=== design 1 ===
Fig. 1: design 1, drive-strength map
(4 px per um)
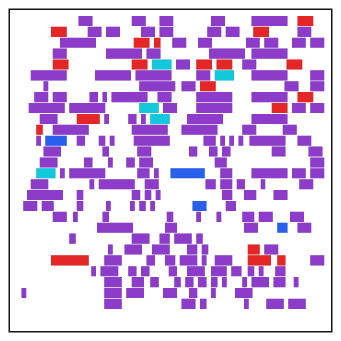

===== src/rtl/a2d_arbiter.sv =====
// Round-robin arbiter sharing one A2D converter among NREQ requesters.
// Latency: req seen in IDLE -> start pulse next cycle; conversion complete -> done next cycle.
// Backpressure: requests are level-held; only one conversion is in flight, and other requesters wait in IDLE arbitration.
// Optional WAIT timeout is enabled by defining A2D_ARB_TIMEOUT_EN (default build: no timeout, err_timeout tied low).
module a2d_arbiter #(
    parameter int NREQ        = 3,
    parameter int TIMEOUT_CYC = 4096
) (
    input  logic              clk,
    input  logic              rst_n,
    input  logic [NREQ-1:0]   req,
    input  logic [3*NREQ-1:0] req_chnnl,
    output logic [NREQ-1:0]   gnt,
    output logic [NREQ-1:0]   done,
    output logic [11:0]       rd_data,
    output logic              busy,
    output logic [2:0]        a2d_chnnl,
    output logic              a2d_strt_cnv,
    input  logic              a2d_cnv_cmplt,
    input  logic [11:0]       a2d_res,
    output logic              err_timeout
);

    localparam int IW = (NREQ > 1) ? $clog2(NREQ) : 1;

    typedef enum logic [1:0] {
        IDLE  = 2'd0,
        START = 2'd1,
        WAIT  = 2'd2,
        DONE  = 2'd3
    } state_t;

    // Reject parameter values that make the arbiter or timeout meaningless.
    if (NREQ < 1 || TIMEOUT_CYC < 1) begin : g_bad_param
        $error("a2d_arbiter: NREQ and TIMEOUT_CYC must be at least 1");
    end

    state_t          state;
    logic [IW-1:0]   win_idx;
    logic [IW-1:0]   last_served;

    logic            pick_vld;
    logic [IW-1:0]   pick_idx;
    logic [NREQ-1:0] pick_oh;
    logic [2:0]      pick_chn;

`ifdef A2D_ARB_TIMEOUT_EN
    localparam int TW = $clog2(TIMEOUT_CYC + 1);
    logic [TW-1:0] tmo_cnt;
    logic          tmo_flag;
    assign err_timeout = tmo_flag;
`else
    assign err_timeout = 1'b0;
`endif

    // Round-robin pick: the requester with the smallest distance past last_served wins.
    always_comb begin
        int d;
        int best;
        d        = 0;
        best     = NREQ;
        pick_vld = 1'b0;
        pick_idx = '0;
        pick_oh  = '0;
        pick_chn = 3'b000;
        for (int i = 0; i < NREQ; i++) begin
            d = i - int'(last_served) - 1;
            if (d < 0) begin
                d = d + NREQ;
            end
            if (req[i] && (d < best)) begin
                best     = d;
                pick_vld = 1'b1;
                pick_idx = IW'(i);
                pick_oh  = '0;
                pick_oh[i] = 1'b1;
                pick_chn = req_chnnl[3*i +: 3];
            end
        end
    end

    // Controller FSM with all outputs registered; the channel and winner are frozen at grant time.
    always_ff @(posedge clk or negedge rst_n) begin
        if (!rst_n) begin
            state        <= IDLE;
            win_idx      <= '0;
            last_served  <= IW'(NREQ - 1);
            gnt          <= '0;
            done         <= '0;
            rd_data      <= 12'h000;
            busy         <= 1'b0;
            a2d_chnnl    <= 3'b000;
            a2d_strt_cnv <= 1'b0;
`ifdef A2D_ARB_TIMEOUT_EN
            tmo_cnt      <= '0;
            tmo_flag     <= 1'b0;
`endif
        end else begin
            a2d_strt_cnv <= 1'b0;
            done         <= '0;
            case (state)
                IDLE: begin
                    if (pick_vld) begin
                        state        <= START;
                        win_idx      <= pick_idx;
                        gnt          <= pick_oh;
                        a2d_chnnl    <= pick_chn;
                        a2d_strt_cnv <= 1'b1;
                        busy         <= 1'b1;
                    end
                end
                START: begin
                    state <= WAIT;
`ifdef A2D_ARB_TIMEOUT_EN
                    tmo_cnt <= '0;
`endif
                end
                WAIT: begin
                    if (a2d_cnv_cmplt) begin
                        rd_data <= a2d_res;
                        done    <= gnt;
                        state   <= DONE;
`ifdef A2D_ARB_TIMEOUT_EN
                    end else if (tmo_cnt == TW'(TIMEOUT_CYC - 1)) begin
                        // Converter never answered: report an all-ones result and latch the error.
                        rd_data  <= 12'hFFF;
                        done     <= gnt;
                        state    <= DONE;
                        tmo_flag <= 1'b1;
                    end else begin
                        tmo_cnt <= tmo_cnt + TW'(1);
`endif
                    end
                end
                DONE: begin
                    state       <= IDLE;
                    gnt         <= '0;
                    busy        <= 1'b0;
                    last_served <= win_idx;
`ifdef A2D_ARB_TIMEOUT_EN
                    tmo_cnt     <= '0;
`endif
                end
                default: begin
                    state <= IDLE;
                end
            endcase
        end
    end

endmodule


===== config.mk =====
export PLATFORM = sky130hd
export DESIGN_NAME = a2d_arbiter
export DESIGN_NICKNAME = d
export VERILOG_FILES = /design/src/rtl/a2d_arbiter.sv
export SDC_FILE = /design/constraint.sdc
export NUM_CORES = 1
export LEC_CHECK = 0
export CELL_PAD_IN_SITES_DETAIL_PLACEMENT = 1
export CELL_PAD_IN_SITES_GLOBAL_PLACEMENT = 2
export CORE_UTILIZATION = 29
export DETAILED_ROUTE_END_ITERATION = 10
export PLACE_DENSITY_LB_ADDON = 0.1
export SYNTH_ARGS = -nofsm -noshare
export SYNTH_HDL_FRONTEND = slang
export SYNTH_SLANG_ARGS = --single-unit

===== constraint.sdc =====
create_clock -name clk -period 5.4 [get_ports clk]
set_input_delay 0.54 -clock clk [delete_from_list [all_inputs] [get_ports clk]]
set_output_delay 0.54 -clock clk [all_outputs]
set_load 0.005 [all_outputs]

=== design 2 ===
File: config.mk
export PLATFORM = sky130hd
export DESIGN_NAME = pipe_stall_ctrl
export DESIGN_NICKNAME = d
export VERILOG_FILES = /design/src/rtl/pipe_stall_ctrl.sv
export SDC_FILE = /design/constraint.sdc
export NUM_CORES = 1
export LEC_CHECK = 0
export CAP_MARGIN = 20
export CELL_PAD_IN_SITES_DETAIL_PLACEMENT = 1
export CELL_PAD_IN_SITES_GLOBAL_PLACEMENT = 1
export CORE_MARGIN = 1
export CORE_UTILIZATION = 32
export CTS_CLUSTER_DIAMETER = 30
export DETAILED_ROUTE_END_ITERATION = 12
export GPL_ROUTABILITY_DRIVEN = 1
export HOLD_SLACK_MARGIN = 0.1
export MAX_ROUTING_LAYER = met4
export PLACE_DENSITY_LB_ADDON = 0.1
export SYNTH_ARGS = -nofsm -noshare
export SYNTH_HDL_FRONTEND = slang
export SYNTH_SLANG_ARGS = --single-unit
File: constraint.sdc
create_clock -name clk -period 3.2 [get_ports clk]
set_input_delay 0.64 -clock clk [delete_from_list [all_inputs] [get_ports clk]]
set_output_delay 0.64 -clock clk [all_outputs]
set_load 0.03 [all_outputs]
File: src/rtl/pipe_stall_ctrl.sv
// pipe_stall_ctrl
//   Central stall/flush sequencer for the 5-stage pipeline. Merges the ID
//   hazard request, the iterative mult/div unit in EX and the data-memory
//   wait handshake in MEM into one set of pipeline-register write/clear
//   enables, and sequences the mult/div occupancy counter.
//
// Ports
//   clk, rstn          clock (rising edge), async active-low reset
//   hz_stall           ID load-use/branch hazard stall request
//   br_taken           branch/jump redirect resolved in ID
//   md_start           EX holds a valid mult/div instruction
//   md_is_div          1=divide, 0=multiply (valid with md_start)
//   dmem_req           MEM stage accessing data memory
//   dmem_ready         data memory completes the access this cycle
//   PCWr .. MEMWBWrite pipeline-register write / clear enables
//   md_busy            mult/div operation in progress
//   md_done            one-cycle pulse, mult/div result valid
//   md_cnt             remaining mult/div cycles
//   cnt_hz/md/mem      saturating stall counters (STALL_PERF_CNT_EN only)
//
// Build option
//   STALL_PERF_CNT_EN  adds the three 32-bit stall performance counters.
//
// state    | meaning
// ---------+-------------------------------------------------------------
// RUN      | no mult/div in flight; a new one may start
// MD_BUSY  | mult/div in flight, md_cnt counting down
// MEM_WAIT | memory freeze; savedBusyQ remembers whether to resume MD_BUSY
module pipe_stall_ctrl #(
  parameter int MULT_CYCLES = 4,
  parameter int DIV_CYCLES  = 32,
  parameter int CNT_W       = 6
) (
  input  logic             clk,
  input  logic             rstn,
  input  logic             hz_stall,
  input  logic             br_taken,
  input  logic             md_start,
  input  logic             md_is_div,
  input  logic             dmem_req,
  input  logic             dmem_ready,
  output logic             PCWr,
  output logic             IFIDWrite,
  output logic             IFIDFlush,
  output logic             IDEXWrite,
  output logic             IDEXClearCtrl,
  output logic             EXMEMWrite,
  output logic             EXMEMClear,
  output logic             MEMWBWrite,
  output logic             md_busy,
  output logic             md_done,
  output logic [CNT_W-1:0] md_cnt
`ifdef STALL_PERF_CNT_EN
  ,
  output logic [31:0]      cnt_hz,
  output logic [31:0]      cnt_md,
  output logic [31:0]      cnt_mem
`endif
);

  typedef enum logic [1:0] {
    RUN      = 2'd0,
    MD_BUSY  = 2'd1,
    MEM_WAIT = 2'd2
  } stateT;

  localparam logic [CNT_W-1:0] MULT_LOAD = CNT_W'(MULT_CYCLES - 1);
  localparam logic [CNT_W-1:0] DIV_LOAD  = CNT_W'(DIV_CYCLES - 1);

  stateT            stateQ, stateD;
  logic             savedBusyQ, savedBusyD;
  logic [CNT_W-1:0] cntQ, cntD;

  logic             memStall;
  logic             mdStall;
  logic             hzGov;
  logic             anyStall;
  logic             effBusy;
  logic             mdDone;
  logic [CNT_W-1:0] loadVal;

  always_ff @(posedge clk or negedge rstn) begin
    if (!rstn) begin
      stateQ     <= RUN;
      savedBusyQ <= 1'b0;
      cntQ       <= '0;
    end else begin
      stateQ     <= stateD;
      savedBusyQ <= savedBusyD;
      cntQ       <= cntD;
    end
  end

  always_comb begin
    stateD     = stateQ;
    savedBusyD = savedBusyQ;
    cntD       = cntQ;
    mdStall    = 1'b0;
    mdDone     = 1'b0;
    md_cnt     = cntQ;

    memStall = dmem_req && !dmem_ready;
    // MEM_WAIT acts as the saved state once the memory releases, so the
    // release cycle does real work instead of costing an extra bubble.
    effBusy  = (stateQ == MD_BUSY) || (stateQ == MEM_WAIT && savedBusyQ);
    loadVal  = md_is_div ? DIV_LOAD : MULT_LOAD;

    if (memStall) begin
      stateD     = MEM_WAIT;
      savedBusyD = effBusy;
    end else if (effBusy) begin
      if (cntQ != '0) begin
        mdStall = 1'b1;
        cntD    = cntQ - 1'b1;
        stateD  = MD_BUSY;
      end else begin
        mdDone  = 1'b1;
        stateD  = RUN;
      end
    end else begin
      stateD = RUN;
      // The start cycle is the first of the N occupancy cycles, so it shows
      // N-1 remaining and the register enters MD_BUSY one lower.
      if (md_start && rstn) begin
        md_cnt = loadVal;
        if (loadVal == '0) begin
          mdDone = 1'b1;
        end else begin
          mdStall = 1'b1;
          cntD    = loadVal - 1'b1;
          stateD  = MD_BUSY;
        end
      end
    end

    hzGov    = hz_stall && !memStall && !mdStall;
    anyStall = memStall || mdStall || hz_stall;

    PCWr          = 1'b1;
    IFIDWrite     = 1'b1;
    IFIDFlush     = 1'b0;
    IDEXWrite     = 1'b1;
    IDEXClearCtrl = 1'b0;
    EXMEMWrite    = 1'b1;
    EXMEMClear    = 1'b0;
    MEMWBWrite    = 1'b1;

    if (memStall) begin
      PCWr       = 1'b0;
      IFIDWrite  = 1'b0;
      IDEXWrite  = 1'b0;
      EXMEMWrite = 1'b0;
      MEMWBWrite = 1'b0;
    end else if (mdStall) begin
      // ID/EX is held, so a concurrent hazard needs no control clear.
      PCWr       = 1'b0;
      IFIDWrite  = 1'b0;
      IDEXWrite  = 1'b0;
      EXMEMWrite = 1'b0;
      EXMEMClear = 1'b1;
    end else if (hzGov) begin
      PCWr          = 1'b0;
      IFIDWrite     = 1'b0;
      IDEXClearCtrl = 1'b1;
    end else if (br_taken && !anyStall) begin
      IFIDFlush = 1'b1;
    end

    md_busy = effBusy;
    md_done = mdDone && rstn;
  end

`ifdef STALL_PERF_CNT_EN
  always_ff @(posedge clk or negedge rstn) begin
    if (!rstn) begin
      cnt_hz  <= '0;
      cnt_md  <= '0;
      cnt_mem <= '0;
    end else begin
      if (hzGov && cnt_hz != '1)                cnt_hz  <= cnt_hz + 32'd1;
      if (mdStall && !memStall && cnt_md != '1) cnt_md  <= cnt_md + 32'd1;
      if (memStall && cnt_mem != '1)            cnt_mem <= cnt_mem + 32'd1;
    end
  end
`endif

endmodule
=== design 3 ===
File: src/rtl/rpn_exec_ctrl.sv
// rpn_exec_ctrl -- execution sequencer for the RPN calculator.
//
// Accepts number/operator tokens from the token decoder, keeps the operand
// stack, drives a shared multi-cycle ALU through a start/done handshake and
// hands answers to the transmitter through a valid/ready handshake.
//
// Ports:
//   clk, rst        clock, synchronous active-high reset
//   tok_valid/ready token handshake; tok_ready is high only while idle
//   tok_is_op       1 = operator (tok_op), 0 = number (tok_num)
//   tok_op          0 add, 1 sub, 2 mul, 3 emit
//   alu_start       one-cycle start pulse to the ALU
//   alu_op/a/b      operation and operands, held from start until done
//   alu_done        result strobe, alu_result sampled with it
//   ans_valid/data  answer to the transmitter, held until tx_ready
//   err_underflow   one-cycle pulse: too few operands for the token
//   err_overflow    one-cycle pulse: number pushed onto a full stack
//   depth           stack occupancy, 0..DEPTH
module rpn_exec_ctrl #(
   parameter int WIDTH   = 16,
   parameter int DEPTH   = 8,
   parameter int DEPTH_W = 3
) (
   input  logic               clk,
   input  logic               rst,
   input  logic               tok_valid,
   output logic               tok_ready,
   input  logic               tok_is_op,
   input  logic [1:0]         tok_op,
   input  logic [WIDTH-1:0]   tok_num,
   output logic               alu_start,
   output logic [1:0]         alu_op,
   output logic [WIDTH-1:0]   alu_a,
   output logic [WIDTH-1:0]   alu_b,
   input  logic               alu_done,
   input  logic [WIDTH-1:0]   alu_result,
   output logic               ans_valid,
   output logic [WIDTH-1:0]   ans_data,
   input  logic               tx_ready,
   output logic               err_underflow,
   output logic               err_overflow,
   output logic [DEPTH_W:0]   depth
);

   typedef enum logic [1:0] {IDLE, ALU_START, ALU_WAIT, EMIT} state_t;

   localparam logic [DEPTH_W:0] FULL = (DEPTH_W+1)'(DEPTH);
   localparam logic [DEPTH_W:0] ONE  = (DEPTH_W+1)'(1);
   localparam logic [DEPTH_W:0] TWO  = (DEPTH_W+1)'(2);

   state_t             state;
   logic [WIDTH-1:0]   stack [DEPTH];
   logic [DEPTH_W-1:0] top_idx;
   logic [DEPTH_W-1:0] sec_idx;
   logic               accept;
   logic               push_en;
   logic               wb_en;

   // Index arithmetic wraps in DEPTH_W bits; DEPTH is a power of two so a
   // full stack (depth == DEPTH) still addresses its top entry correctly.
   assign top_idx = depth[DEPTH_W-1:0] - DEPTH_W'(1);
   assign sec_idx = depth[DEPTH_W-1:0] - DEPTH_W'(2);
   assign accept  = tok_valid & tok_ready;
   assign push_en = accept & ~tok_is_op & (depth < FULL) & ~rst;
   // A result strobe only counts while waiting; reset discards it.
   assign wb_en   = (state == ALU_WAIT) & alu_done & ~rst;

   // Stack storage carries no reset; its contents are meaningless above depth.
   always_ff @(posedge clk) begin
      if (push_en)
         stack[depth[DEPTH_W-1:0]] <= tok_num;
      else if (wb_en)
         stack[sec_idx] <= alu_result;
   end

   always_ff @(posedge clk) begin
      if (rst) begin
         state         <= IDLE;
         depth         <= '0;
         tok_ready     <= 1'b1;
         alu_start     <= 1'b0;
         alu_op        <= '0;
         alu_a         <= '0;
         alu_b         <= '0;
         ans_valid     <= 1'b0;
         ans_data      <= '0;
         err_underflow <= 1'b0;
         err_overflow  <= 1'b0;
      end else begin
         alu_start     <= 1'b0;
         err_underflow <= 1'b0;
         err_overflow  <= 1'b0;
         case (state)
            IDLE: begin
               if (accept) begin
                  if (!tok_is_op) begin
                     if (depth < FULL)
                        depth <= depth + ONE;
                     else
                        err_overflow <= 1'b1;
                  end else if (tok_op == 2'd3) begin
                     if (depth == '0) begin
                        err_underflow <= 1'b1;
                     end else begin
                        ans_data  <= stack[top_idx];
                        ans_valid <= 1'b1;
                        tok_ready <= 1'b0;
                        state     <= EMIT;
                     end
                  end else if (depth < TWO) begin
                     err_underflow <= 1'b1;
                  end else begin
                     // Left operand is second-from-top so sub gives a - b.
                     alu_a     <= stack[sec_idx];
                     alu_b     <= stack[top_idx];
                     alu_op    <= tok_op;
                     alu_start <= 1'b1;
                     tok_ready <= 1'b0;
                     state     <= ALU_START;
                  end
               end
            end
            ALU_START: begin
               state <= ALU_WAIT;
            end
            ALU_WAIT: begin
               if (alu_done) begin
                  depth     <= depth - ONE;
                  tok_ready <= 1'b1;
                  state     <= IDLE;
               end
            end
            EMIT: begin
               if (tx_ready) begin
                  depth     <= depth - ONE;
                  ans_valid <= 1'b0;
                  tok_ready <= 1'b1;
                  state     <= IDLE;
               end
            end
            default: state <= IDLE;
         endcase
      end
   end

endmodule

File: config.mk
export PLATFORM = sky130hd
export DESIGN_NAME = rpn_exec_ctrl
export DESIGN_NICKNAME = d
export VERILOG_FILES = /design/src/rtl/rpn_exec_ctrl.sv
export SDC_FILE = /design/constraint.sdc
export NUM_CORES = 1
export LEC_CHECK = 0
export CAP_MARGIN = 20
export CELL_PAD_IN_SITES_DETAIL_PLACEMENT = 1
export CELL_PAD_IN_SITES_GLOBAL_PLACEMENT = 1
export CORE_MARGIN = 2
export CORE_UTILIZATION = 40
export DETAILED_ROUTE_END_ITERATION = 10
export PLACE_DENSITY_LB_ADDON = 0.1
export SYNTH_ARGS = -nofsm -noshare
export SYNTH_HDL_FRONTEND = slang
export SYNTH_SLANG_ARGS = --single-unit
File: constraint.sdc
create_clock -name clk -period 5.25 [get_ports clk]
set_input_delay 0.7875 -clock clk [delete_from_list [all_inputs] [get_ports clk]]
set_output_delay 0.7875 -clock clk [all_outputs]
set_load 0.1 [all_outputs]
=== design 4 ===
`config.mk`:
```
export PLATFORM = sky130hd
export DESIGN_NAME = mult_seq_32b
export DESIGN_NICKNAME = d
export VERILOG_FILES = /design/src/rtl/mult_seq_32b.sv
export SDC_FILE = /design/constraint.sdc
export NUM_CORES = 1
export LEC_CHECK = 0
export CAP_MARGIN = 20
export CORE_MARGIN = 1
export CORE_UTILIZATION = 55
export CTS_CLUSTER_DIAMETER = 80
export DETAILED_ROUTE_END_ITERATION = 8
export PLACE_DENSITY = 0.81
export SETUP_SLACK_MARGIN = 0.3
export SYNTH_ARGS = -nofsm -noshare
export SYNTH_HDL_FRONTEND = slang
export SYNTH_SLANG_ARGS = --single-unit
```
`constraint.sdc`:
```
create_clock -name clk -period 6.3 [get_ports clk]
set_input_delay 0.63 -clock clk [delete_from_list [all_inputs] [get_ports clk]]
set_output_delay 0.63 -clock clk [all_outputs]
set_load 0.05 [all_outputs]
```
`src/rtl/mult_seq_32b.sv`:
```
// Sequential shift-add unsigned multiplier. It computes one partial product per
// cycle in CALC and gives a WIDTH x WIDTH -> 2*WIDTH product after WIDTH steps.
module mult_seq_32b #(
    parameter int unsigned WIDTH = 32
) (
    input  logic               clk,
    input  logic               reset,
    input  logic               start,
    input  logic [WIDTH-1:0]   a,
    input  logic [WIDTH-1:0]   b,
    output logic               busy,
    output logic               done,
    output logic [2*WIDTH-1:0] product
);

    localparam int unsigned CW = $clog2(WIDTH) + 1;
    localparam logic [CW-1:0] LAST_STEP = CW'(WIDTH - 1);

    typedef enum logic [1:0] {
        IDLE = 2'd0,
        CALC = 2'd1,
        DONE = 2'd2
    } state_t;

    state_t               state_q, state_d;
    logic [WIDTH-1:0]     mcand_q, mcand_d;
    logic [2*WIDTH-1:0]   acc_q, acc_d;
    logic [CW-1:0]        cnt_q, cnt_d;
    logic [2*WIDTH-1:0]   product_q, product_d;

    logic [WIDTH-1:0]     addend;
    logic [WIDTH:0]       sum;
    logic [2*WIDTH-1:0]   shifted;

    // The carry of each add lands in the top bit of the shifted accumulator,
    // so the cleared carry bit between steps needs no storage of its own.
    always_comb begin
        addend  = acc_q[0] ? mcand_q : '0;
        sum     = {1'b0, acc_q[2*WIDTH-1:WIDTH]} + {1'b0, addend};
        shifted = {sum, acc_q[WIDTH-1:1]};
    end

    always_comb begin
        state_d   = state_q;
        mcand_d   = mcand_q;
        acc_d     = acc_q;
        cnt_d     = cnt_q;
        product_d = product_q;
        case (state_q)
            IDLE: begin
                if (start) begin
                    mcand_d = a;
                    acc_d   = {{WIDTH{1'b0}}, b};
                    cnt_d   = '0;
                    state_d = CALC;
                end
            end
            CALC: begin
                acc_d = shifted;
                cnt_d = cnt_q + 1'b1;
                if (cnt_q == LAST_STEP) begin
                    product_d = shifted;
                    state_d   = DONE;
                end
            end
            DONE: begin
                state_d = IDLE;
            end
            default: begin
                state_d = IDLE;
            end
        endcase
    end

    always_ff @(posedge clk or posedge reset) begin
        if (reset) begin
            state_q   <= IDLE;
            mcand_q   <= '0;
            acc_q     <= '0;
            cnt_q     <= '0;
            product_q <= '0;
        end else begin
            state_q   <= state_d;
            mcand_q   <= mcand_d;
            acc_q     <= acc_d;
            cnt_q     <= cnt_d;
            product_q <= product_d;
        end
    end

    assign busy    = (state_q == CALC);
    assign done    = (state_q == DONE);
    assign product = product_q;

endmodule

```
Fig. 2: design 4, metal 3
(4 px per um)
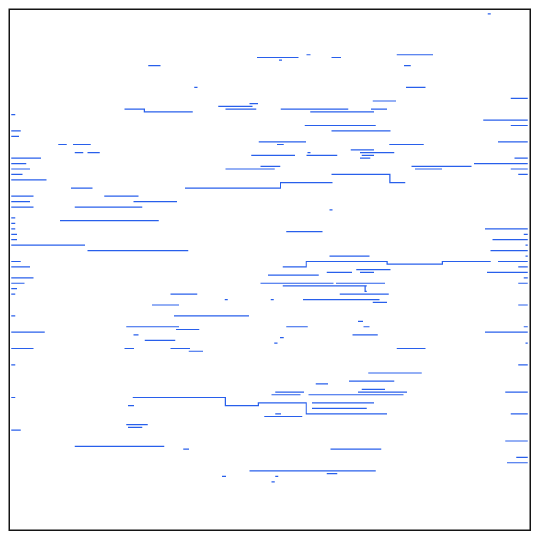
longest straight run = 31.3 um
wire length on this layer = 1180 um

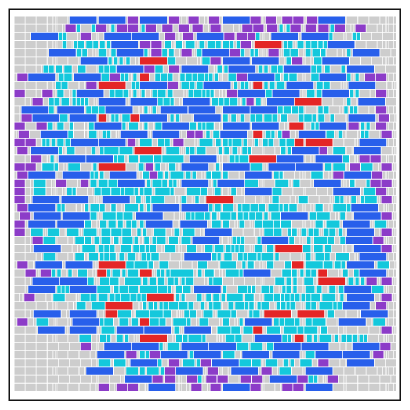
Fig. 3. Placed cells, one colour a class (design 4).
(3 px per um) Fill, decap, tap and diode cells in grey.
flip-flops -> blue  # cells 168, share of their area 39%
all other logic -> cyan  # cells 722, share of their area 42%
other buffers and delay cells -> purple  # cells 142, share of their area 13%
clock drivers and dummy loads -> red  # cells 32, share of their area 5.3%

==> results.py, design 4 <==
# Physical implementation metrics
metrics = {
    "outcome": {
        "outcome": "finished, final reports clean",
    },
    "yosys": {
        "top_area_share_pct": 46.8,
        "synth_cell_types": 70,
    },
    "grt": {
        "use_met2_pct": 42.7,
    },
    "worst_hold_path": {
        "hold_class": "reg -> reg",
        "min_to": "product[27]$_DFFE_PP0P_",
    },
    "sta": {
        "setup_violations": 0,
        "post-route-period-util_pct": 53.4,
    },
    "worst_setup_path": {
        "crit_family": "flip-flops",
        "startpoint": "acc_q[0]$_DFFE_PP0P_",
        "cp.buffers_inverters": 1,
    },
    "power": {
        "switching_share_pct": 45.6,
        "pg_comb_mw": 3.15,
        "power_clock_mw": 1.02,
        "netSwitchingPower_mw": 2.78,
    },
    "cts": {
        "clock-root-buffer": "clkbuf_16",
    },
    "run": {
        "cap_violations": 0,
    },
    "floorplanning": {
        "nWellTaps": 216,
        "chipArea_sq_um": 16900,
    },
    "finish": {
        "drive_above_1_share_pct": 10.2,
        "largest_cell_class": "multi-input combinational cells",
    },
    "place": {
        "dpl.hpwl_um": 14700,
    },
}
[design 4: synth_stat cells (24+ instances only)]
| library cell | n |
|---|---|
| a22oi_1 | 33 |
| o21ai_1 | 29 |
| o21ai_0 | 57 |
| a21oi_1 | 65 |
| nor2b_1 | 41 |
| clkbuf_1 | 29 |
| and2_1 | 32 |
| dfrtp_1 | 168 |
| ha_1 | 33 |
| nor2_1 | 24 |
| mux2_2 | 38 |
| nand2_1 | 196 |
[design 4: state kept, by name, summed over array words and instances, names as in the netlist]
| name | flops |
|---|---|
| acc_q | 64 |
| cnt_q | 6 |
| mcand_q | 32 |
| product | 64 |
| state_q | 2 |
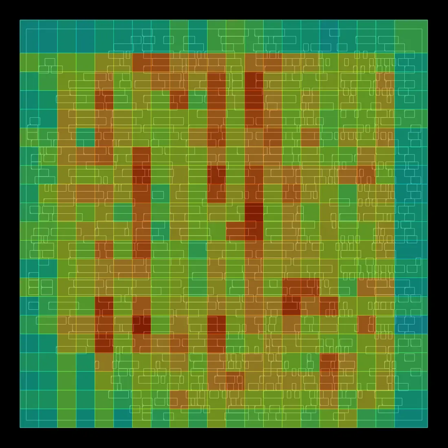
Fig. 4. Congestion heat map (design 3).
Routed WL per cell: 22.3 um
GRT Util Overall: 19.8%

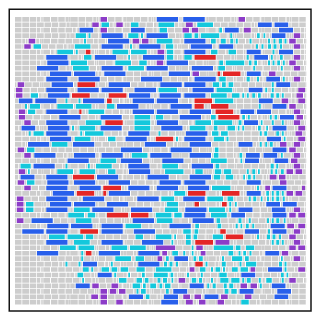
Fig. 5. Placed cells, one colour a class (design 3).
(2 px per um) Fill, decap, tap and diode cells in grey.
flip-flops -> blue  # cells 189, share of their area 51%
other buffers and delay cells -> purple  # cells 106, share of their area 11%
clock drivers and dummy loads -> red  # cells 32, share of their area 6.3%
all other logic -> cyan  # cells 349, share of their area 32%

==> results.py, design 3 <==
# Physical implementation metrics
metrics = {
    "outcome": {
        "outcome": "finished, final reports clean",
    },
    "power": {
        "pg_comb_uw": 626,
        "p_seq_mw": 1.64,
    },
    "drt": {
        "wl_met1_um": 9830,
    },
    "worst_setup_path": {
        "startpoint_type": "register",
    },
    "sta": {
        "finalWorstSetupSlack_ns": 1.90,
        "max-slew-margin-rel_pct": 26.4,
        "tns_ns": 0,
    },
    "place": {
        "gp_congestion": 0.754,
        "dpl.hpwl_um": 13700,
        "dp.cells": 917,
    },
    "yosys": {
        "syn_area_sq_um": 8550,
        "synth_flops": 189,
        "ys_sh_simple_pct": 9.78,
    },
    "cts": {
        "postCtsSetupRepairBufs": 0,
    },
    "floorplanning": {
        "die_w_um": 150,
    },
}
design 3: layout make-up:
| cell class | count | share of cell area (%) |
|---|---|---|
| sequential | 189 | 48.9 |
| multi-input combinational | 346 | 31.2 |
| timing repair buffer | 106 | 10.3 |
| clock buffer | 19 | 4.27 |
| tap | 275 | 3.32 |
| clock inverter | 13 | 1.82 |
| inverter | 3 | 0.109 |
design 3: worst reg2reg max path, stage by stage, from the launching register on:
cell      delay, ns
dfxtp_1        0.66
and4bb_2       0.33
o21ai_2        0.06
buf_4          0.25
mux2_2         0.41
nor3b_4        0.83
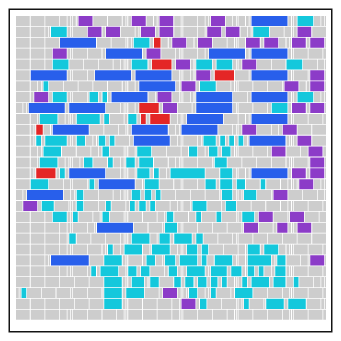
Fig. 6. Placed cells, one colour a class (design 1).
(4 px per um) Fill, decap, tap and diode cells in grey.
flip-flops -> blue  # cells 29, share of their area 31%
clock drivers and dummy loads -> red  # cells 8, share of their area 3.5%
other buffers and delay cells -> purple  # cells 50, share of their area 21%
all other logic -> cyan  # cells 129, share of their area 44%

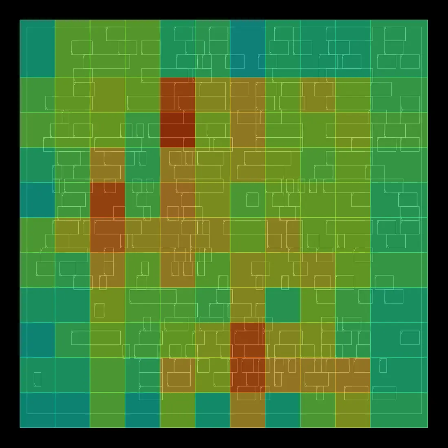
Fig. 7. Congestion heat map (design 1).
met2 Usage GRT: 23.4%
M3 GR Usage: 4.20%

About Fig. 1:
drive 6 and up -> cyan  # cells 5
drive 2 -> red  # cells 19
drive 3 to 4 -> blue  # cells 4
drive 1 or less -> purple  # cells 188

==> results.py, design 1 <==
# Physical implementation metrics
metrics = {
    "worst_setup_path": {
        "end_kind": "register",
        "cp_slowest_stage_delay_ns": 0.78,
        "critPathRequiredTime_ns": 5.56,
        "cp.arrival_ns": 4.74,
    },
    "cts": {
        "clk_latency_ns": 0.28,
        "cts_tree": "built",
        "htreeDepth": 2,
    },
    "power": {
        "largestPowerGroup": "combinational cells",
        "vdd_drop_max_v": 0.000270,
        "seqPwrFrac_pct": 30.5,
        "switching_share_pct": 37.3,
    },
    "floorplanning": {
        "core_area_sq_um": 5920,
    },
    "yosys": {
        "syn_area_per_cell_sq_um": 11.0,
        "ys_cells": 162,
        "top_area_share_pct": 39.4,
    },
    "worst_hold_path": {
        "hold_class": "reg -> reg",
    },
    "drt": {
        "wl_met2_um": 2090,
        "wl_met1_um": 2140,
        "firstDrtPassIters": 4,
    },
    "place": {
        "dp.cells": 283,
    },
    "outcome": {
        "outcome": "finished, final reports clean",
    },
    "sta": {
        "setup_violations": 0,
    },
}
==> design 1: tightest hold or removal path, cell delays in order, from the launching register on <==
cell and delay, ns:
dfrtp_1 0.35, nand2_1 0.05, o21ai_0 0.06
==> design 1: cell type report <==
type / instances / area share, %
multi-input combinational: 116 / 40.2
sequential: 29 / 30.0
timing repair buffer: 50 / 20.5
tap: 75 / 3.87
clock buffer: 6 / 2.99
inverter: 13 / 2.01
clock inverter: 2 / 0.413
==> design 1: layer usage <==
layer  track usage [%]  up-vias
met5                 0        -
met4              3.21        0
met3              4.20        2
met2              23.4       35
met1              20.0      705
li1                  -      674
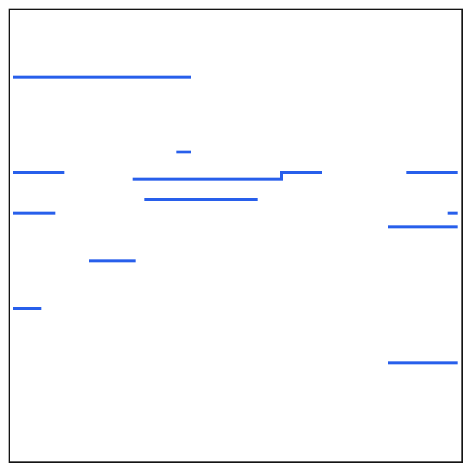
Fig. 8. Metal 3 (design 2).
(10 px per um)
longest straight run = 17.5 um
wire length on this layer = 83.5 um
share of all routed wire = 5.0%
main direction = horizontal

==> results.py, design 2 <==
# Physical implementation metrics
metrics = {
    "worst_setup_path": {
        "startpoint": "cntQ[3]$_DFFE_PN0P_",
    },
    "sta": {
        "clock_skew_ns": 0.00101,
        "hold_viol": 0,
    },
    "yosys": {
        "logic_family": "simple AND/OR/NAND/NOR gates",
        "yosys_warnings": 0,
        "yosysTopAreaCell": "dfrtp_1",
        "syn_area_per_cell_sq_um": 8.63,
        "top_area_share_pct": 37.8,
    },
    "cts": {
        "clock_sinks": 9,
        "clockBufferDepth": 2,
    },
    "floorplanning": {
        "core_area_sq_um": 1730,
    },
    "grt": {
        "use_met2_pct": 28.7,
    },
    "outcome": {
        "outcome": "finished, final reports clean",
    },
    "drt": {
        "drc": 0,
        "first_iter_violations": 12,
    },
    "place": {
        "gp_congestion": 0.863,
    },
    "power": {
        "netSwitchingPower_uw": 260,
        "switching_share_pct": 44.5,
    },
}
design 2: worst max-delay path, stage by stage, from the launching register on:
cell and delay [ns]:
dfrtp_1 0.41, or4_4 0.58, nor3_4 0.16, mux2_2 0.22
nand2_1 0.11, inv_2 0.07, clkdlybuf4s50_1 0.66
design 2: cell usage in the layout (no fill, tap or decap), types with 2 or more instances in the layout:
cell type	instances
a21oi_1	3
dlymetal6s2s_1	3
nor3_1	2
clkbuf_4	3
dlygate4sd2_1	2
inv_2	3
nand2_1	11
clkdlybuf4s50_1	12
dfrtp_1	9
buf_4	14
o21ai_0	2
nand2b_1	4
nor2_1	9
and2_1	3

## Gallery

Drive-strength map.
Plate I
(2 px per um)
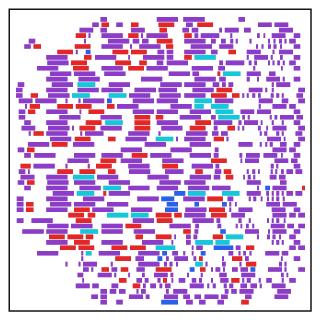
Plate II
(8 px per um)
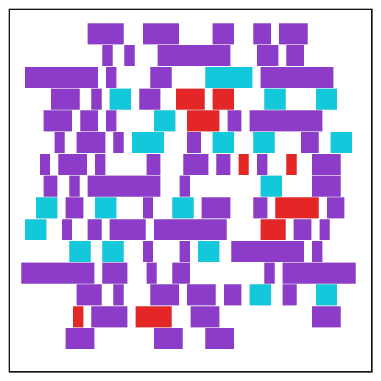
Plate III
(3 px per um)
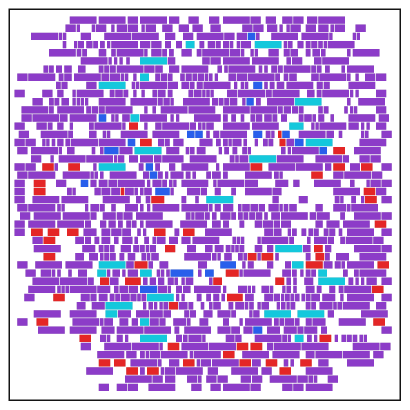
Of these, fewest cells: Plate II
Of these, smallest die: Plate II
Plate I -> design 3
Plate II -> design 2
Plate III -> design 4


=== design 5 ===
Fig. 9: design 5, congestion heat map
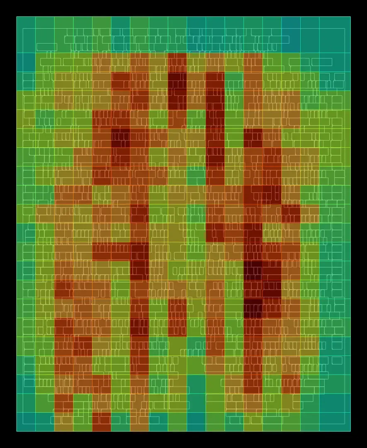

## src/rtl/csa_resolve_seq_pkg.sv

```systemverilog
// Shared definitions for the sequential carry-save resolver: FSM encoding,
// default geometry and the counter-width helper.
package csa_resolve_seq_pkg;

  localparam int WIDTH_DEF = 64;
  localparam int CHUNK_DEF = 16;

  // Counter width that stays at least one bit wide even for a single chunk.
  function automatic int cnt_width(input int n);
    return (n > 1) ? $clog2(n) : 1;
  endfunction

  localparam int NCHUNK = WIDTH_DEF / CHUNK_DEF;
  localparam int CNT_W  = cnt_width(NCHUNK);

  // 2'd3 is unused and decodes to IDLE behaviour in the top level.
  typedef enum logic [1:0] {
    IDLE = 2'd0,
    BUSY = 2'd1,
    DONE = 2'd2
  } state_t;

endpackage

```

## src/rtl/csa_resolve_seq_cpa_chunk.sv

```systemverilog
// One CHUNK-bit slice of the carry-propagate adder, with carry in and carry out.
module cpa_chunk #(
  parameter int CHUNK = 16
) (
  input  logic [CHUNK-1:0] a,
  input  logic [CHUNK-1:0] b,
  input  logic             cin,
  output logic [CHUNK-1:0] sum,
  output logic             cout
);

  assign {cout, sum} = {1'b0, a} + {1'b0, b} + {{CHUNK{1'b0}}, cin};

endmodule

```

## src/rtl/csa_resolve_seq.sv

```systemverilog
// Resolves a carry-save pair (S, C) into P = S + C, CHUNK bits per cycle,
// with the inter-chunk carry held in a register and valid/ready on both sides.
module csa_resolve_seq
  import csa_resolve_seq_pkg::*;
#(
  parameter int WIDTH = WIDTH_DEF,
  parameter int CHUNK = CHUNK_DEF
) (
  input  logic             clk,
  input  logic             rst_n,
  input  logic             in_valid,
  output logic             in_ready,
  input  logic [WIDTH-1:0] S,
  input  logic [WIDTH-1:0] C,
  output logic             out_valid,
  input  logic             out_ready,
  output logic [WIDTH-1:0] P,
  output logic             COUT
);

  localparam int N_CHUNK = WIDTH / CHUNK;
  localparam int N_CNT_W = cnt_width(N_CHUNK);
  localparam logic [N_CNT_W-1:0] LAST = N_CNT_W'(N_CHUNK - 1);

  state_t               state_q, state_d;
  logic [N_CNT_W-1:0]   cnt_q;
  logic                 carry_q;
  logic [WIDTH-1:0]     s_q, c_q, p_q;
  logic                 cout_q;
  logic                 load, step;
  logic [CHUNK-1:0]     chunk_sum;
  logic                 chunk_cout;

  cpa_chunk #(.CHUNK(CHUNK)) u_chunk (
    .a    (s_q[cnt_q*CHUNK +: CHUNK]),
    .b    (c_q[cnt_q*CHUNK +: CHUNK]),
    .cin  (carry_q),
    .sum  (chunk_sum),
    .cout (chunk_cout)
  );

  // NOTE: every signal written here gets a default first, so no path leaves
  // one unassigned and no latch is inferred.
  always_comb begin
    state_d   = state_q;
    in_ready  = 1'b0;
    out_valid = 1'b0;
    load      = 1'b0;
    step      = 1'b0;
    case (state_q)
      BUSY: begin
        step = 1'b1;
        if (cnt_q == LAST) state_d = DONE;
      end
      DONE: begin
        out_valid = 1'b1;
        // Accepting while the result leaves keeps back-to-back ops bubble-free.
        in_ready  = out_ready;
        if (out_ready) begin
          if (in_valid) begin
            load    = 1'b1;
            state_d = BUSY;
          end else begin
            state_d = IDLE;
          end
        end
      end
      default: begin
        in_ready = 1'b1;
        if (in_valid) begin
          load    = 1'b1;
          state_d = BUSY;
        end
      end
    endcase
  end

  // NOTE: sequential state uses non-blocking assignments only, so every
  // register samples the pre-edge values regardless of statement order.
  always_ff @(posedge clk) begin
    if (!rst_n) begin
      state_q <= IDLE;
      cnt_q   <= '0;
      carry_q <= 1'b0;
      // NOTE: the operand holding registers are reset as well, so an
      // abandoned operation leaves no stale operands behind.
      s_q     <= '0;
      c_q     <= '0;
      p_q     <= '0;
      cout_q  <= 1'b0;
    end else begin
      state_q <= state_d;
      if (load) begin
        s_q     <= S;
        c_q     <= C;
        cnt_q   <= '0;
        carry_q <= 1'b0;
      end else if (step) begin
        p_q[cnt_q*CHUNK +: CHUNK] <= chunk_sum;
        carry_q <= chunk_cout;
        if (cnt_q == LAST) begin
          cnt_q  <= '0;
          cout_q <= chunk_cout;
        end else begin
          cnt_q  <= cnt_q + 1'b1;
        end
      end
    end
  end

  assign P    = p_q;
  assign COUT = cout_q;

endmodule

```

## config.mk

```make
export PLATFORM = sky130hd
export DESIGN_NAME = csa_resolve_seq
export DESIGN_NICKNAME = d
export VERILOG_FILES = /design/src/rtl/csa_resolve_seq_pkg.sv /design/src/rtl/csa_resolve_seq_cpa_chunk.sv /design/src/rtl/csa_resolve_seq.sv
export SDC_FILE = /design/constraint.sdc
export NUM_CORES = 1
export LEC_CHECK = 0
export ABC_AREA = 1
export CORE_ASPECT_RATIO = 1.25
export CORE_MARGIN = 2
export CORE_UTILIZATION = 56
export CTS_CLUSTER_DIAMETER = 40
export DETAILED_ROUTE_END_ITERATION = 16
export PLACE_DENSITY = 0.86
export SYNTH_ARGS = -nofsm -noshare
export SYNTH_HDL_FRONTEND = slang
export SYNTH_HIERARCHICAL = 1
export SYNTH_SLANG_ARGS = --single-unit
```

## constraint.sdc

```tcl
create_clock -name clk -period 5.72 [get_ports clk]
set_input_delay 1.716 -clock clk [delete_from_list [all_inputs] [get_ports clk]]
set_output_delay 1.716 -clock clk [all_outputs]
set_load 0.03 [all_outputs]
```

=== design 6 ===
### config.mk
export PLATFORM = sky130hd
export DESIGN_NAME = pipe_stage_reg
export DESIGN_NICKNAME = d
export VERILOG_FILES = /design/src/rtl/pipe_stage_reg.sv
export SDC_FILE = /design/constraint.sdc
export NUM_CORES = 1
export LEC_CHECK = 0
export CORE_ASPECT_RATIO = 0.9
export CORE_MARGIN = 2
export CORE_UTILIZATION = 55
export CTS_CLUSTER_DIAMETER = 100
export CTS_CLUSTER_SIZE = 12
export DETAILED_ROUTE_END_ITERATION = 8
export HOLD_SLACK_MARGIN = 0.08
export PLACE_DENSITY = 0.89
export SYNTH_ARGS = -nofsm -noshare
export SYNTH_HDL_FRONTEND = slang
export SYNTH_SLANG_ARGS = --single-unit
### constraint.sdc
create_clock -name clk -period 7.55 [get_ports clk]
set_input_delay 1.51 -clock clk [delete_from_list [all_inputs] [get_ports clk]]
set_output_delay 1.51 -clock clk [all_outputs]
set_load 0.03 [all_outputs]
### src/rtl/pipe_stage_reg.sv
// rtl/pipe_stage_reg.sv - elastic inter-stage pipeline register with 2-entry skid buffer
// Optional feature macro: PIPE_STAGE_PERF_EN (adds stall/flush performance counters)
module pipe_stage_reg #(
    parameter int          DATA_W    = 32,
    parameter int          PC_W      = 32,
    parameter [DATA_W-1:0] NOP_INSTR = {DATA_W{1'b0}}
) (
    input  logic              clk,
    input  logic              reset,
    input  logic              in_valid,
    output logic              in_ready,
    input  logic [DATA_W-1:0] in_instr,
    input  logic [PC_W-1:0]   in_pc4,
    output logic              out_valid,
    input  logic              out_ready,
    output logic [DATA_W-1:0] out_instr,
    output logic [PC_W-1:0]   out_pc4,
    input  logic              flush,
`ifdef PIPE_STAGE_PERF_EN
    output logic [31:0]       perf_stall_cnt,
    output logic [31:0]       perf_flush_cnt,
`endif
    output logic [1:0]        occupancy
);

    // Encoding equals the number of held entries, so occupancy is the state flop itself.
    typedef enum logic [1:0] {
        ST_EMPTY = 2'd0,
        ST_ONE   = 2'd1,
        ST_FULL  = 2'd2
    } state_t;

    state_t            state_q, state_d;
    logic              in_ready_q, in_ready_d;
    logic              out_valid_q, out_valid_d;
    logic [DATA_W-1:0] main_instr_q, main_instr_d;
    logic [PC_W-1:0]   main_pc4_q, main_pc4_d;
    logic [DATA_W-1:0] skid_instr_q, skid_instr_d;
    logic [PC_W-1:0]   skid_pc4_q, skid_pc4_d;
    logic              in_fire;
    logic              out_fire;

    // Next-state and datapath selection; flush overrides every transition.
    always_comb begin
        state_d      = state_q;
        main_instr_d = main_instr_q;
        main_pc4_d   = main_pc4_q;
        skid_instr_d = skid_instr_q;
        skid_pc4_d   = skid_pc4_q;
        in_fire      = in_valid & in_ready_q;
        out_fire     = out_valid_q & out_ready;

        if (flush) begin
            // An entry accepted this cycle is squashed along with the held ones.
            state_d      = ST_EMPTY;
            main_instr_d = NOP_INSTR;
            main_pc4_d   = '0;
            skid_instr_d = NOP_INSTR;
            skid_pc4_d   = '0;
        end else begin
            case (state_q)
                ST_EMPTY: begin
                    if (in_fire) begin
                        state_d      = ST_ONE;
                        main_instr_d = in_instr;
                        main_pc4_d   = in_pc4;
                    end
                end
                ST_ONE: begin
                    if (in_fire && out_fire) begin
                        main_instr_d = in_instr;
                        main_pc4_d   = in_pc4;
                    end else if (in_fire) begin
                        // Downstream stalled: park the new entry behind the head.
                        state_d      = ST_FULL;
                        skid_instr_d = in_instr;
                        skid_pc4_d   = in_pc4;
                    end else if (out_fire) begin
                        state_d      = ST_EMPTY;
                        main_instr_d = NOP_INSTR;
                        main_pc4_d   = '0;
                    end
                end
                ST_FULL: begin
                    if (out_fire) begin
                        state_d      = ST_ONE;
                        main_instr_d = skid_instr_q;
                        main_pc4_d   = skid_pc4_q;
                        skid_instr_d = NOP_INSTR;
                        skid_pc4_d   = '0;
                    end
                end
                default: begin
                    state_d      = ST_EMPTY;
                    main_instr_d = NOP_INSTR;
                    main_pc4_d   = '0;
                    skid_instr_d = NOP_INSTR;
                    skid_pc4_d   = '0;
                end
            endcase
        end

        // Handshake outputs are registered from the next state to keep them flop-driven.
        in_ready_d  = (state_d != ST_FULL);
        out_valid_d = (state_d != ST_EMPTY);
    end

    // State and storage registers with asynchronous clear.
    always_ff @(posedge clk or posedge reset) begin
        if (reset) begin
            state_q      <= ST_EMPTY;
            in_ready_q   <= 1'b1;
            out_valid_q  <= 1'b0;
            main_instr_q <= NOP_INSTR;
            main_pc4_q   <= '0;
            skid_instr_q <= NOP_INSTR;
            skid_pc4_q   <= '0;
        end else begin
            state_q      <= state_d;
            in_ready_q   <= in_ready_d;
            out_valid_q  <= out_valid_d;
            main_instr_q <= main_instr_d;
            main_pc4_q   <= main_pc4_d;
            skid_instr_q <= skid_instr_d;
            skid_pc4_q   <= skid_pc4_d;
        end
    end

    assign in_ready  = in_ready_q;
    assign out_valid = out_valid_q;
    assign out_instr = main_instr_q;
    assign out_pc4   = main_pc4_q;
    assign occupancy = state_q;

`ifdef PIPE_STAGE_PERF_EN
    logic [31:0] perf_stall_cnt_q, perf_stall_cnt_d;
    logic [31:0] perf_flush_cnt_q, perf_flush_cnt_d;

    // Counters wrap naturally; a flush cycle is never counted as a stall.
    always_comb begin
        perf_stall_cnt_d = perf_stall_cnt_q;
        perf_flush_cnt_d = perf_flush_cnt_q;
        if (out_valid_q && !out_ready && !flush) begin
            perf_stall_cnt_d = perf_stall_cnt_q + 32'd1;
        end
        if (flush && (state_q != ST_EMPTY)) begin
            perf_flush_cnt_d = perf_flush_cnt_q + 32'd1;
        end
    end

    // Performance counter registers.
    always_ff @(posedge clk or posedge reset) begin
        if (reset) begin
            perf_stall_cnt_q <= '0;
            perf_flush_cnt_q <= '0;
        end else begin
            perf_stall_cnt_q <= perf_stall_cnt_d;
            perf_flush_cnt_q <= perf_flush_cnt_d;
        end
    end

    assign perf_stall_cnt = perf_stall_cnt_q;
    assign perf_flush_cnt = perf_flush_cnt_q;
`endif

endmodule


==> layout pictures side by side <==
Drive-strength map.
panel A
(2 px per um)
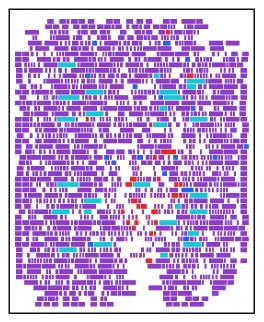
panel B
(3 px per um)
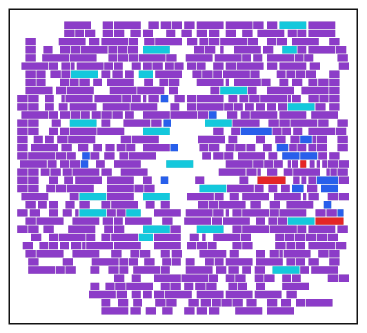
panel B: design 6
panel A: design 5

Key to panel B:
drive 3 to 4 -> blue  # cells 17
drive 1 or less -> purple  # cells 552
drive 2 -> red  # cells 3
drive 6 and up -> cyan  # cells 21

Fig. 10: design 6, gate families picked out
(3 px per um)
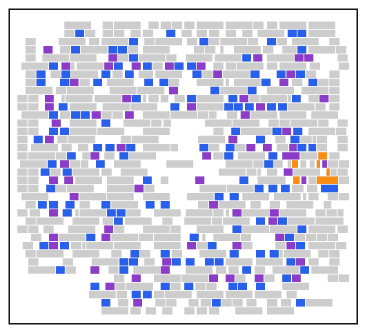
AND-OR and OR-AND gates -> blue  # cells 132, where widely spread
inverting AOI/OAI gates -> purple  # cells 69, where widely spread
NAND gates -> orange  # cells 6, where east

==> results.py, design 6 <==
# Physical implementation metrics
metrics = {
    "finish": {
        "clkCellAreaFrac_pct": 6.52,
        "seq_area_share_pct": 41.4,
        "buffers_excl_clock": 144,
    },
    "drt": {
        "routed.top_layer": "met4",
        "wl_met2_um": 7380,
    },
    "grt": {
        "grt_max_degree": 80,
    },
    "worst_setup_path": {
        "cp_cell_sequence": "clkdlybuf4s50_1 -> nor3_4 -> buf_4 -> a22o_1",
        "crit_family": "buffers and inverters",
        "rrSetupSlack_ns": 4.49,
        "reg2reg_depth": 5,
    },
    "yosys": {
        "ys_async_sr_fraction_pct": 100,
        "muxShareOfSynthArea_pct": 10.4,
    },
    "run": {
        "warnings": 26,
    },
    "cts": {
        "clkSlewWorstSetupHoldPaths_ns": 0.05,
    },
    "outcome": {
        "outcome": "finished, final reports clean",
    },
}
==> design 6: per-stage QoR <==
step / power, mW / std cells / setup slack [ns] / hold WS (ns) / cell area [sq um]
floorplan: 1.02 / 464 / 2.52 / 0.473 / 6160
global placement: 1.15 / 713 / 3.61 / 0.487 / 7480
detailed placement: 1.17 / 713 / 3.53 / 0.490 / 7480
CTS: 1.90 / 745 / 3.94 / 0.506 / 8000
global route: 1.96 / 745 / 3.81 / 0.514 / 8000
finish: 1.89 / 745 / 3.93 / 0.501 / 8000
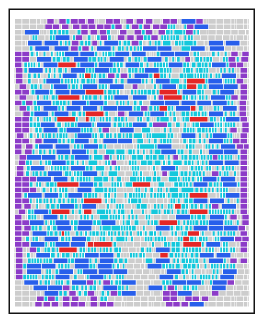
Fig. 11. Placed cells, one colour a class (design 5).
(2 px per um) Fill, decap, tap and diode cells in grey.
all other logic -> cyan  # cells 1149, share of their area 44%
other buffers and delay cells -> purple  # cells 208, share of their area 17%
flip-flops -> blue  # cells 198, share of their area 33%
clock drivers and dummy loads -> red  # cells 32, share of their area 5.1%

Notes on Fig. 9 above:
GRT Util Overall: 28.9%
M3 GR Usage: 4.74%
met2 Usage GRT: 49.8%
Routed WL per cell: 14.8 um
fin util: 71.8%

==> results.py, design 5 <==
# Physical implementation metrics
metrics = {
    "worst_hold_path": {
        "hold_class": "reg -> reg",
    },
    "cts": {
        "cts_tree": "built",
        "clockBufferDepth": 2,
        "clock-root-buffer": "clkbuf_16",
    },
    "floorplanning": {
        "fp_util_pct": 57.4,
    },
    "yosys": {
        "muxShareOfSynthArea_pct": 0,
        "syn_area_sq_um": 9710,
        "topCellsByArea": "dfxtp_1 (41%), nor2_1 (18%), o21ai_0 (8.9%)",
    },
    "power": {
        "total_power_mw": 6.24,
        "p_leak_nw": 5.21,
    },
    "worst_setup_path": {
        "rrSetupSlack_ns": 1.46,
    },
    "grt": {
        "grt_first_pass_wirelength_um": 41800,
        "top_usage_layer": "met2",
    },
    "outcome": {
        "outcome": "finished, final reports clean",
    },
    "finish": {
        "final_cell_mix": "nor2_1 (453), dfxtp_1 (197), clkdlybuf4s50_1 (197), nand2_1 (187), o21ai_0 (173)",
        "clkCellAreaFrac_pct": 5.02,
    },
    "sta": {
        "fin_hold_ws_ns": 0.468,
    },
    "drt": {
        "routed.top_layer": "met4",
        "drc": 0,
    },
    "place": {
        "dpl.hpwl_um": 18900,
        "preCtsSetupSlack_ns": 0.994,
    },
}
-- design 5: worst max-delay path: cells and delay by family --
| family | cells | cell delay [ns] |
|---|---|---|
| buffers and inverters | 2 | 1.13 |
| and+or+nand+nor | 2 | 0.15 |
-- design 5: worst paths after layout --
check	start	endpoint	cells past startpoint
worst max register to register	cnt_q[0]$_SDFFE_PP0N_	P[55]$_SDFFE_PN0P_	14
worst min register to register	P[13]$_SDFFE_PN0P_	P[13]$_SDFFE_PN0P_	2
worst max-delay path	out_ready	in_ready	4
worst min-delay path	P[13]$_SDFFE_PN0P_	P[13]$_SDFFE_PN0P_	2


==> layout pictures side by side <==
Congestion heat map.
picture 1
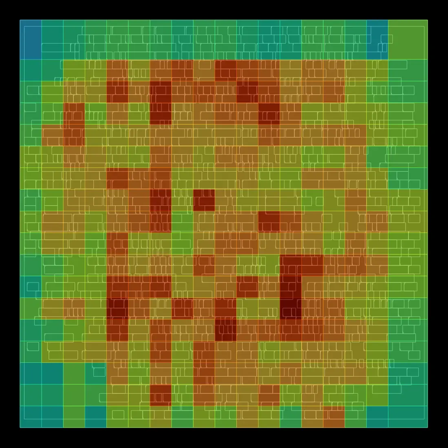
picture 2
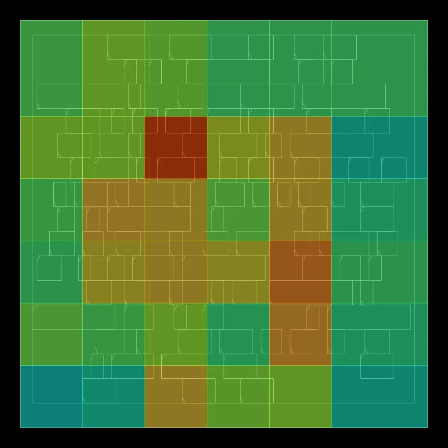
picture 3
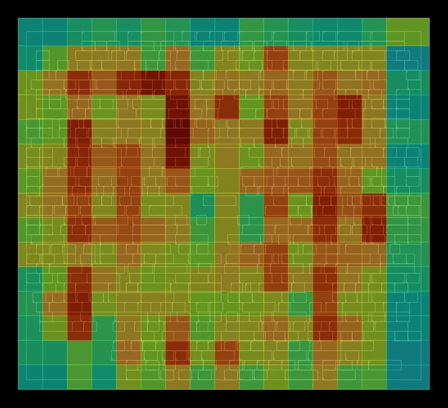
- least wire per cell: picture 2
picture 3 -> design 6
picture 2 -> design 2
picture 1 -> design 4

Power figures rest on the tool's default switching activity, not on a simulated workload.
